# design 1

==> config.mk <==
export PLATFORM = sky130hd
export DESIGN_NAME = program_sequencer
export DESIGN_NICKNAME = d
export VERILOG_FILES = /design/src/rtl/program_sequencer.sv
export SDC_FILE = /design/constraint.sdc
export NUM_CORES = 1
export LEC_CHECK = 0
export CORE_UTILIZATION = 48
export DETAILED_ROUTE_END_ITERATION = 12
export PLACE_DENSITY = 0.92
export SLEW_MARGIN = 5
export SYNTH_ARGS = -nofsm -noshare
export SYNTH_HDL_FRONTEND = slang
export SYNTH_SLANG_ARGS = --single-unit
==> constraint.sdc <==
create_clock -name clk -period 4.61 [get_ports clk]
set_input_delay 0.461 -clock clk [delete_from_list [all_inputs] [get_ports clk]]
set_output_delay 0.461 -clock clk [all_outputs]
set_load 0.02 [all_outputs]
==> src/rtl/program_sequencer.sv <==
// Fetch/execute controller for the 4-bit teaching CPU: owns the PC and instruction register,
// and decodes one-cycle datapath strobes, conditional skips and halt-at-end-of-program.
module program_sequencer #(
  parameter int unsigned ADDR_W       = 4,
  parameter bit          HALT_ON_WRAP = 1'b1,
  parameter int unsigned CNT_W        = 8
) (
  input  logic              clk,
  input  logic              reset,
  input  logic              run,
  output logic [ADDR_W-1:0] romAddr,
  input  logic [3:0]        romData,
  input  logic              accZero,
  input  logic              shiftZero,
  output logic              loadA,
  output logic              loadB,
  output logic              loadO,
  output logic              loadS,
  output logic              shiftL,
  output logic              shiftR,
  output logic              clr,
  output logic              aluEn,
  output logic [1:0]        aluSel,
  output logic [ADDR_W-1:0] pc,
  output logic              halted,
  output logic              illegalOp,
  output logic [CNT_W-1:0]  instrCount
);

  typedef enum logic [1:0] {StIdle, StFetch, StExecute, StHalt} state_e;

  localparam logic [3:0] OpLdA = 4'b0000;
  localparam logic [3:0] OpLdB = 4'b0001;
  localparam logic [3:0] OpLdO = 4'b0010;
  localparam logic [3:0] OpLdS = 4'b0011;
  localparam logic [3:0] OpSnzs = 4'b0100;
  localparam logic [3:0] OpShl = 4'b0101;
  localparam logic [3:0] OpShr = 4'b0110;
  localparam logic [3:0] OpClr = 4'b0111;
  localparam logic [3:0] OpSnza = 4'b1000;
  localparam logic [3:0] OpAdd = 4'b1010;
  localparam logic [3:0] OpSub = 4'b1011;
  localparam logic [3:0] OpXor = 4'b1110;

  localparam logic [CNT_W-1:0] CntOne = 1;

  state_e              state_q, state_d;
  logic [ADDR_W-1:0]   pc_q, pc_d;
  logic [3:0]          ir_q, ir_d;
  logic                illegal_q, illegal_d;
  logic [CNT_W-1:0]    cnt_q, cnt_d;
  logic                skip;
  logic [ADDR_W:0]     step;
  logic [ADDR_W:0]     pc_next_wide;

  always_ff @(posedge clk) begin
    if (reset) begin
      state_q   <= StIdle;
      pc_q      <= '0;
      ir_q      <= '0;
      illegal_q <= 1'b0;
      cnt_q     <= '0;
    end else begin
      state_q   <= state_d;
      pc_q      <= pc_d;
      ir_q      <= ir_d;
      illegal_q <= illegal_d;
      cnt_q     <= cnt_d;
    end
  end

  // Extra carry bit detects running off the end of the ROM.
  always_comb begin
    skip         = ((ir_q == OpSnza) && !accZero) || ((ir_q == OpSnzs) && !shiftZero);
    step         = '0;
    step[1:0]    = skip ? 2'd2 : 2'd1;
    pc_next_wide = {1'b0, pc_q} + step;
  end

  always_comb begin
    state_d   = state_q;
    pc_d      = pc_q;
    ir_d      = ir_q;
    illegal_d = illegal_q;
    cnt_d     = cnt_q;
    loadA     = 1'b0;
    loadB     = 1'b0;
    loadO     = 1'b0;
    loadS     = 1'b0;
    shiftL    = 1'b0;
    shiftR    = 1'b0;
    clr       = 1'b0;
    aluEn     = 1'b0;
    aluSel    = 2'b00;

    case (state_q)
      StIdle: begin
        if (run) state_d = StFetch;
      end
      StFetch: begin
        ir_d    = romData;
        state_d = StExecute;
      end
      StExecute: begin
        cnt_d = cnt_q + CntOne;
        case (ir_q)
          OpLdA:  loadA = 1'b1;
          OpLdB:  loadB = 1'b1;
          OpLdO:  loadO = 1'b1;
          OpLdS:  loadS = 1'b1;
          OpShl:  shiftL = 1'b1;
          OpShr:  shiftR = 1'b1;
          OpClr:  clr = 1'b1;
          OpAdd:  aluEn = 1'b1;
          OpSub: begin
            aluEn  = 1'b1;
            aluSel = 2'b01;
          end
          OpXor: begin
            aluEn  = 1'b1;
            aluSel = 2'b10;
          end
          OpSnzs, OpSnza: ;
          default: illegal_d = 1'b1;
        endcase
        if (pc_next_wide[ADDR_W] && HALT_ON_WRAP) begin
          state_d = StHalt;
        end else begin
          pc_d    = pc_next_wide[ADDR_W-1:0];
          state_d = run ? StFetch : StIdle;
        end
      end
      StHalt: ;
      default: state_d = StIdle;
    endcase
  end

  assign romAddr    = pc_q;
  assign pc         = pc_q;
  assign halted     = (state_q == StHalt);
  assign illegalOp  = illegal_q;
  assign instrCount = cnt_q;

endmodule

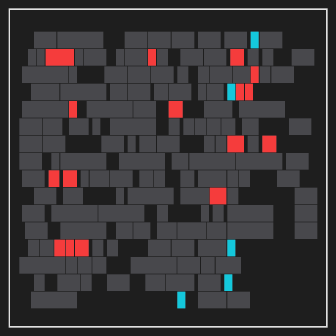
Fig. 1. Gate families picked out (design 1).
[cyan] inv cells | cells: 5
[red] nand cells | cells: 16 | where: all over the die
post-route insts no fill: 181
multi-input combinational area share: 43.04%
highest-count logic cell in the final layout: clkdlybuf4s50_1

==> results.py <==
# Generated from Yosys and OpenROAD reports
metrics = {
    "status": {
        "status": "complete, no violations",
    },
    "power_and_ir_drop": {
        "p_seq_mw": 0.186,
        "pwr.group.combinational_mw": 0.0685,
        "pwr-share-comb_pct": 20.3,
        "p_clk_share_pct": 24.6,
        "powerClk_mw": 0.0827,
        "p_per_area_nw_per_um2": 234.2,
        "p_total_mw": 0.3369,
    },
    "critical_path": {
        "max_stage_delay_ns": 0.66,
        "end_kind": "output pin",
        "arrival_ns": 2.49,
        "slowest_stage": "clkdlybuf4s50_1",
    },
    "synth": {
        "synth.cellmix.adderShare_pct": 11.05,
        "edf_count": 0,
        "ys_chip_area_um2": 1087,
        "flop_cell": "dfxtp_1",
        "ys_cells": 126,
        "ys_sh_xor_pct": 3.222,
        "ys_ff": 19,
        "synthTopLogicFamily": "simple AND/OR/NAND/NOR gates",
        "syn_area_per_cell_um2": 8.629,
        "synth_cells": 126,
    },
    "clocking": {
        "cts_sinks": 19,
        "cts_made_buffers": 3,
        "post_cts_buffers": 0,
        "htreeDepth": 1,
        "cts_resized": 0,
    },
    "place": {
        "place_inst": 177,
    },
    "cells_and_area": {
        "layout.nets": 173,
        "clock_buffers": 4,
        "dominant_cells": "multi-input combinational cells",
        "fillers": 165,
        "buffers": 36,
        "final_util_pct": 70.47,
    },
    "timing": {
        "tightestPinTransition_ns": 0.7753,
        "finalHoldViolCount": 0,
        "fin_skew_ns": 0.008819,
        "setup_viol": 0,
        "hold_ws_ns": 0.4774,
        "relSlewSlack_pct": 48.15,
        "fin_crit_ns": 2.955,
        "tns_ns": 0,
    },
    "floorplanning": {
        "tap_cells": 27,
        "fp_util_pct": 53.25,
        "chip_area_um2": 2460,
        "ios": 37,
    },
    "route": {
        "top_layer": "met4",
        "initialDrtViolationCount": 16,
        "routed_wl_um": 2449,
        "dr_total_vias": 984,
        "dr_wl_met3_um": 88,
        "wl_met2_um": 1209,
        "avgRoutedWirePerCell_um": 13.53,
        "wl_met1_um": 1105,
    },
    "grt": {
        "grt.total_usage_pct": 21.99,
        "grt_busiest_layer": "met2",
        "grt_antenna_before_repair": 0,
        "grt.met1_usage_pct": 26.43,
        "grt_pass1_wl_um": 4202,
    },
    "run": {
        "warnings": 30,
    },
}
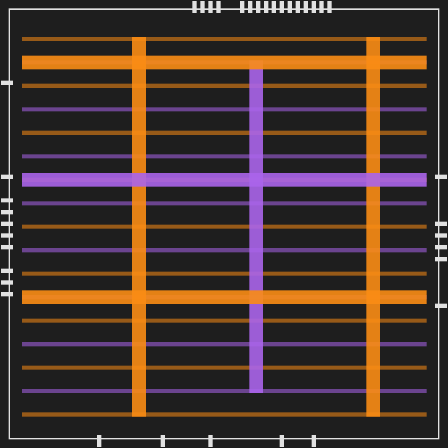
Fig. 2. Floorplan with the power grid (design 1).
Pins as bars on the die edge.
[purple] VDD
[orange] VSS
met1 rails: 17
met4 straps: 3
signal pins: 37
core area: 2042 um2
Die Wd: 49.60 um
die extent in y: 49.60 um
Max IR drop VDD: 0.2652 mV

==> path summary, 6_finish.rpt <==
| kind | cells past startpoint | slack [ns] | start | endpoint |
|---|---|---|---|---|
| min | 2 | 0.48 | illegalOp$_SDFFE_PP0P_ | illegalOp$_SDFFE_PP0P_ |
| max reg2reg | 8 | 2.18 | ir_q[3]$_SDFFE_PP0P_ | pc[0]$_SDFFE_PP0P_ |
| min reg2reg | 2 | 0.48 | illegalOp$_SDFFE_PP0P_ | illegalOp$_SDFFE_PP0P_ |
| max | 5 | 1.66 | state_q[0]$_SDFFE_PP0P_ | loadA |
==> synthesized netlist by cell type, types with 2 or more instances <==
library cell   n  share of area (%)
a211oi_1       2                1.4
nand2b_1       3                1.7
nand3_1        2               0.92
inv_1          5                1.7
buf_2          3                1.4
a21oi_1        8                3.7
and4b_1        2                1.8
buf_4          5                3.5
nor3_1        11                5.1
nand2_1        6                2.1
o32ai_1        2                1.6
dfxtp_1       19                 35
mux2i_1        5                4.6
o21ai_0        5                2.3
ha_1           8                9.2
nand4_1        2                1.2
or3_1          4                2.3
xor2_1         3                2.4
nor2b_1        2                1.2
clkbuf_1       3                1.0
nor2_1        11                3.8
nand3b_1       2                1.4

# design 2

<file path="src/rtl/mem_access_ctrl.sv">
`default_nettype none
// +----------------------------------------------------------------------------+
// | Module      : mem_access_ctrl                                              |
// | Description : Data-memory access sequencer: load latency, sub-word extract |
// |               and extend, read-modify-write stores, misalignment errors.   |
// | Revision    : 1.0 - initial release                                        |
// +----------------------------------------------------------------------------+
module mem_access_ctrl #(
   parameter int MEM_LAT = 1
) (
   input  logic        clk,
   input  logic        reset,
   input  logic        req_valid,
   output logic        req_ready,
   input  logic        req_write,
   input  logic [1:0]  req_size,
   input  logic        req_signed,
   input  logic [31:0] req_addr,
   input  logic [31:0] req_wdata,
   output logic        resp_valid,
   output logic [31:0] resp_rdata,
   output logic        resp_err,
   output logic [31:0] mem_addr,
   output logic        mem_wr,
   output logic [31:0] mem_wdata,
   input  logic [31:0] mem_rdata
);

   localparam int              c_CW       = (MEM_LAT > 1) ? $clog2(MEM_LAT) : 1;
   localparam logic [c_CW-1:0] c_CNT_INIT = c_CW'(MEM_LAT - 1);
   localparam logic [1:0]      c_SZ_WORD  = 2'b00;
   localparam logic [1:0]      c_SZ_HALF  = 2'b01;
   localparam logic [1:0]      c_SZ_BYTE  = 2'b10;
   localparam logic [1:0]      c_SZ_ILL   = 2'b11;

   typedef enum logic [2:0] {
      S_IDLE  = 3'd0,
      S_READ  = 3'd1,
      S_MERGE = 3'd2,
      S_WRITE = 3'd3,
      S_RESP  = 3'd4
   } state_t;

   state_t          r_state;
   logic [c_CW-1:0] r_cnt;
   logic            r_write;
   logic [1:0]      r_size;
   logic            r_signed;
   logic [1:0]      r_addr_lo;
   logic [15:0]     r_wdata;
   logic [31:0]     r_word;

   logic            r_ready;
   logic            r_resp_valid;
   logic [31:0]     r_resp_rdata;
   logic            r_resp_err;
   logic [31:0]     r_mem_addr;
   logic            r_mem_wr;
   logic [31:0]     r_mem_wdata;

   logic            w_req_err;
   logic [7:0]      w_byte;
   logic [15:0]     w_half;
   logic [31:0]     w_load_ext;
   logic [31:0]     w_merged;

   assign req_ready  = r_ready;
   assign resp_valid = r_resp_valid;
   assign resp_rdata = r_resp_rdata;
   assign resp_err   = r_resp_err;
   assign mem_addr   = r_mem_addr;
   assign mem_wr     = r_mem_wr;
   assign mem_wdata  = r_mem_wdata;

   assign w_req_err = (req_size == c_SZ_ILL)
                    | ((req_size == c_SZ_HALF) & req_addr[0])
                    | ((req_size == c_SZ_WORD) & (req_addr[1:0] != 2'b00));

   // Lane selection and extension of the word arriving on the last READ edge.
   always_comb begin
      w_byte     = 8'h00;
      w_half     = 16'h0000;
      w_load_ext = mem_rdata;
      case (r_addr_lo)
         2'd0:    w_byte = mem_rdata[7:0];
         2'd1:    w_byte = mem_rdata[15:8];
         2'd2:    w_byte = mem_rdata[23:16];
         default: w_byte = mem_rdata[31:24];
      endcase
      w_half = r_addr_lo[1] ? mem_rdata[31:16] : mem_rdata[15:0];
      case (r_size)
         c_SZ_HALF: w_load_ext = {{16{r_signed & w_half[15]}}, w_half};
         c_SZ_BYTE: w_load_ext = {{24{r_signed & w_byte[7]}}, w_byte};
         default:   w_load_ext = mem_rdata;
      endcase
   end

   // Replace only the addressed lane of the captured word.
   always_comb begin
      w_merged = r_word;
      if (r_size == c_SZ_HALF) begin
         if (r_addr_lo[1]) w_merged[31:16] = r_wdata;
         else              w_merged[15:0]  = r_wdata;
      end else begin
         case (r_addr_lo)
            2'd0:    w_merged[7:0]   = r_wdata[7:0];
            2'd1:    w_merged[15:8]  = r_wdata[7:0];
            2'd2:    w_merged[23:16] = r_wdata[7:0];
            default: w_merged[31:24] = r_wdata[7:0];
         endcase
      end
   end

   always_ff @(posedge clk) begin
      if (reset) begin
         r_state      <= S_IDLE;
         r_cnt        <= '0;
         r_write      <= 1'b0;
         r_size       <= 2'b00;
         r_signed     <= 1'b0;
         r_addr_lo    <= 2'b00;
         r_wdata      <= 16'h0000;
         r_word       <= 32'h0;
         r_ready      <= 1'b0;
         r_resp_valid <= 1'b0;
         r_resp_rdata <= 32'h0;
         r_resp_err   <= 1'b0;
         r_mem_addr   <= 32'h0;
         r_mem_wr     <= 1'b0;
         r_mem_wdata  <= 32'h0;
      end else begin
         r_mem_wr     <= 1'b0;
         r_resp_valid <= 1'b0;
         r_resp_err   <= 1'b0;
         r_resp_rdata <= 32'h0;
         case (r_state)
            S_IDLE: begin
               // Ready rises one cycle after reset, so acceptance is gated on it.
               if (r_ready && req_valid) begin
                  r_ready    <= 1'b0;
                  r_write    <= req_write;
                  r_size     <= req_size;
                  r_signed   <= req_signed;
                  r_addr_lo  <= req_addr[1:0];
                  r_wdata    <= req_wdata[15:0];
                  r_mem_addr <= {req_addr[31:2], 2'b00};
                  if (w_req_err) begin
                     r_state      <= S_RESP;
                     r_resp_valid <= 1'b1;
                     r_resp_err   <= 1'b1;
                  end else if (req_write && (req_size == c_SZ_WORD)) begin
                     r_state     <= S_WRITE;
                     r_mem_wr    <= 1'b1;
                     r_mem_wdata <= req_wdata;
                  end else begin
                     r_state <= S_READ;
                     r_cnt   <= c_CNT_INIT;
                  end
               end else begin
                  r_ready <= 1'b1;
               end
            end
            S_READ: begin
               if (r_cnt == '0) begin
                  if (r_write) begin
                     r_word  <= mem_rdata;
                     r_state <= S_MERGE;
                  end else begin
                     r_resp_rdata <= w_load_ext;
                     r_resp_valid <= 1'b1;
                     r_state      <= S_RESP;
                  end
               end else begin
                  r_cnt <= r_cnt - 1'b1;
               end
            end
            S_MERGE: begin
               r_mem_wdata <= w_merged;
               r_mem_wr    <= 1'b1;
               r_state     <= S_WRITE;
            end
            S_WRITE: begin
               r_resp_valid <= 1'b1;
               r_state      <= S_RESP;
            end
            S_RESP: begin
               r_ready <= 1'b1;
               r_state <= S_IDLE;
            end
            default: begin
               r_state <= S_IDLE;
            end
         endcase
      end
   end

endmodule
`default_nettype wire

</file>
<file path="config.mk">
export PLATFORM = sky130hd
export DESIGN_NAME = mem_access_ctrl
export DESIGN_NICKNAME = d
export VERILOG_FILES = /design/src/rtl/mem_access_ctrl.sv
export SDC_FILE = /design/constraint.sdc
export NUM_CORES = 1
export LEC_CHECK = 0
export CAP_MARGIN = 20
export CORE_ASPECT_RATIO = 1.5
export CORE_MARGIN = 1.5
export CORE_UTILIZATION = 25
export DETAILED_ROUTE_END_ITERATION = 12
export GPL_TIMING_DRIVEN = 0
export MAX_ROUTING_LAYER = met4
export PLACE_DENSITY = 0.59
export SLEW_MARGIN = 20
export SYNTH_ARGS = -nofsm -noshare
export SYNTH_HDL_FRONTEND = slang
export SYNTH_SLANG_ARGS = --single-unit
</file>
<file path="constraint.sdc">
create_clock -name clk -period 5.44 [get_ports clk]
set_input_delay 1.088 -clock clk [delete_from_list [all_inputs] [get_ports clk]]
set_output_delay 1.088 -clock clk [all_outputs]
set_load 0.005 [all_outputs]
</file>
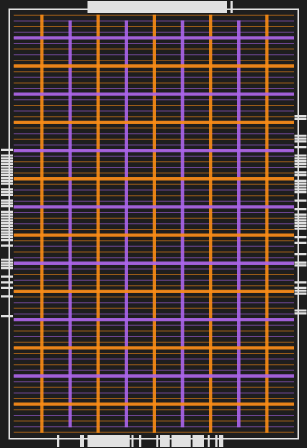
Fig. 3. Floorplan with the power grid (design 2).
Pins as bars on the die edge.
[purple] VDD
[orange] VSS
signal pins: 203
met4 straps: 9
met1 rails: 75
met5 straps: 14
rows: 74
Max IR drop VDD: 0.2242 mV
Die Wd: 138.7 um

==> results.py <==
# Generated from Yosys and OpenROAD reports
metrics = {
    "power_and_ir_drop": {
        "p_seq_mw": 1.18,
        "pwr.group.combinational_mw": 0.350,
        "pwr-share-comb_pct": 13.3,
        "power.internal_mw": 1.961,
        "p_total_mw": 2.621,
        "powerClk_mw": 1.09,
    },
    "cells_and_area": {
        "seq_share_pct": 31.50,
        "final_cell_mix": "clkdlybuf4s50_1 (199), nand2_1 (186), dfxtp_1 (155)",
        "drive_gt1_share_pct": 6.799,
        "layout.nets": 1155,
        "dominant_cells": "multi-input combinational cells",
        "final_cell_count_no_fill": 1402,
        "comb_cells": 593,
        "clock_buffers": 19,
        "regArea_um2": 3103,
    },
    "synth": {
        "flop_cell": "dfxtp_1",
        "postSynthSeqShare_pct": 44.94,
        "common_cells": "nand2_1 (186), dfxtp_1 (155), a21oi_1 (117)",
        "top_area_share_pct": 44.94,
        "synth.distinct_cells": 42,
        "edf_count": 0,
        "muxShareOfSynthArea_pct": 7.519,
        "synthTopLogicFamily": "AND-OR/OR-AND gates",
        "syn_area_per_cell_um2": 8.310,
        "async_flop_share_pct": 0,
        "top_area_cell": "dfxtp_1",
        "aoi_share_pct": 21.96,
    },
    "run": {
        "maxCapViolCount": 0,
    },
    "critical_path": {
        "critical_path_class": "input pin to register",
        "max_stage_delay_ns": 0.60,
        "rrSetupSlack_ns": 3.10,
        "cp.required_ns": 5.73,
        "r2r_cells": 5,
        "slowest_stage": "o21ai_1",
        "cp_num_buf_inv": 2,
        "r2r-start": "r_addr_lo[0]$_SDFFE_PP0P_",
    },
    "place": {
        "io_buffers": 199,
        "place_inst": 1373,
        "gp_congestion": 0.9056,
    },
    "clocking": {
        "cts_resized": 0,
        "cts_tree": "built",
        "cts-root-buf": "clkbuf_16",
        "insertion_delay_ns": 0.43,
        "clk_pin_slew_ns": 0.06,
        "cts_made_buffers": 17,
        "clock_path_buffers": 2,
    },
    "grt": {
        "grt_pass1_vias": 6702,
        "grt_start_max_net_pins": 17,
        "grt_pass1_wl_um": 38520,
        "grt.total_usage_pct": 18.15,
    },
    "timing": {
        "finalHoldViolCount": 0,
        "tns_ns": 0,
        "fmax_ghz": 0.3268,
        "drv_slew": 0,
        "rsz0062_at_grt": "no",
        "tightestPinTransition_ns": 0.9366,
        "period_used_pct": 56.25,
    },
    "status": {
        "status": "complete, no violations",
    },
    "route": {
        "dr_total_vias": 6751,
        "route.antenna.remaining_nets": 0,
        "vias_per_cell": 4.815,
        "initialDrtViolationCount": 543,
    },
    "floorplanning": {
        "fp_util_pct": 25.37,
        "tap_cells": 342,
        "placementRows": 74,
    },
    "worst_hold_path": {
        "worstHoldPathCells": 2,
    },
}
## worst max path at each step
stage | to | slack, ns | cells past startpoint
final | resp_rdata[21]$_SDFF_PP0_ | 2.38 | 6
after global routing | resp_rdata[21]$_SDFF_PP0_ | 2.33 | 6
after CTS | resp_rdata[21]$_SDFF_PP0_ | 2.43 | 6
after detailed placement | resp_rdata[21]$_SDFF_PP0_ | 1.98 | 6
after global placement | resp_rdata[21]$_SDFF_PP0_ | 1.98 | 6
after floorplan | mem_wdata[13]$_SDFFE_PP0P_ | 2.85 | 6
## layer usage
metal	track usage (%)	up-vias	part of all wire, %
li1	-	3324	-
met1	20.30	3161	41
met2	31.68	220	52
met3	3.576	46	4.5
met4	7.701	0	3.3
met5	-	-	0
## sequential cells by signal, summed over array words and instances, names as in the netlist
register,count
r_word,32
r_addr_lo,2
mem_addr,30
resp_err,1
mem_wr,1
r_signed,1
resp_valid,1
resp_rdata,32
r_state,3
mem_wdata,32
r_size,2
r_write,1
r_wdata,16
req_ready,1
## per-stage QoR
step           util (%)  setup WS [ns]
5_1_grt           36.18          2.327
3_3_place_gp      34.27          1.975
6_report          36.19          2.380
2_1_floorplan         -          2.853
3_5_place_dp      34.27          1.981
4_1_cts           36.18          2.430


==> screenshots <==
Register map, names as in the netlist.
Other sequential cells in the stronger gray, the rest of the logic in the fainter gray.
(a)
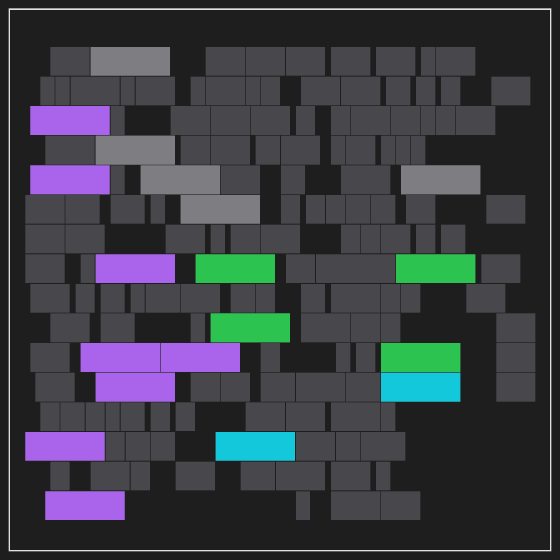
(b)
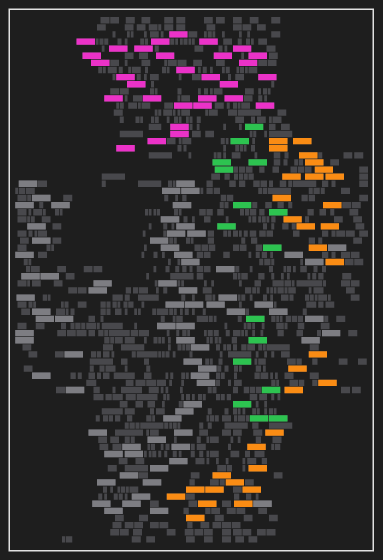
(b) -> design 2
(a) -> design 1

No activity file was given, so power comes from the tool's default toggle rates.
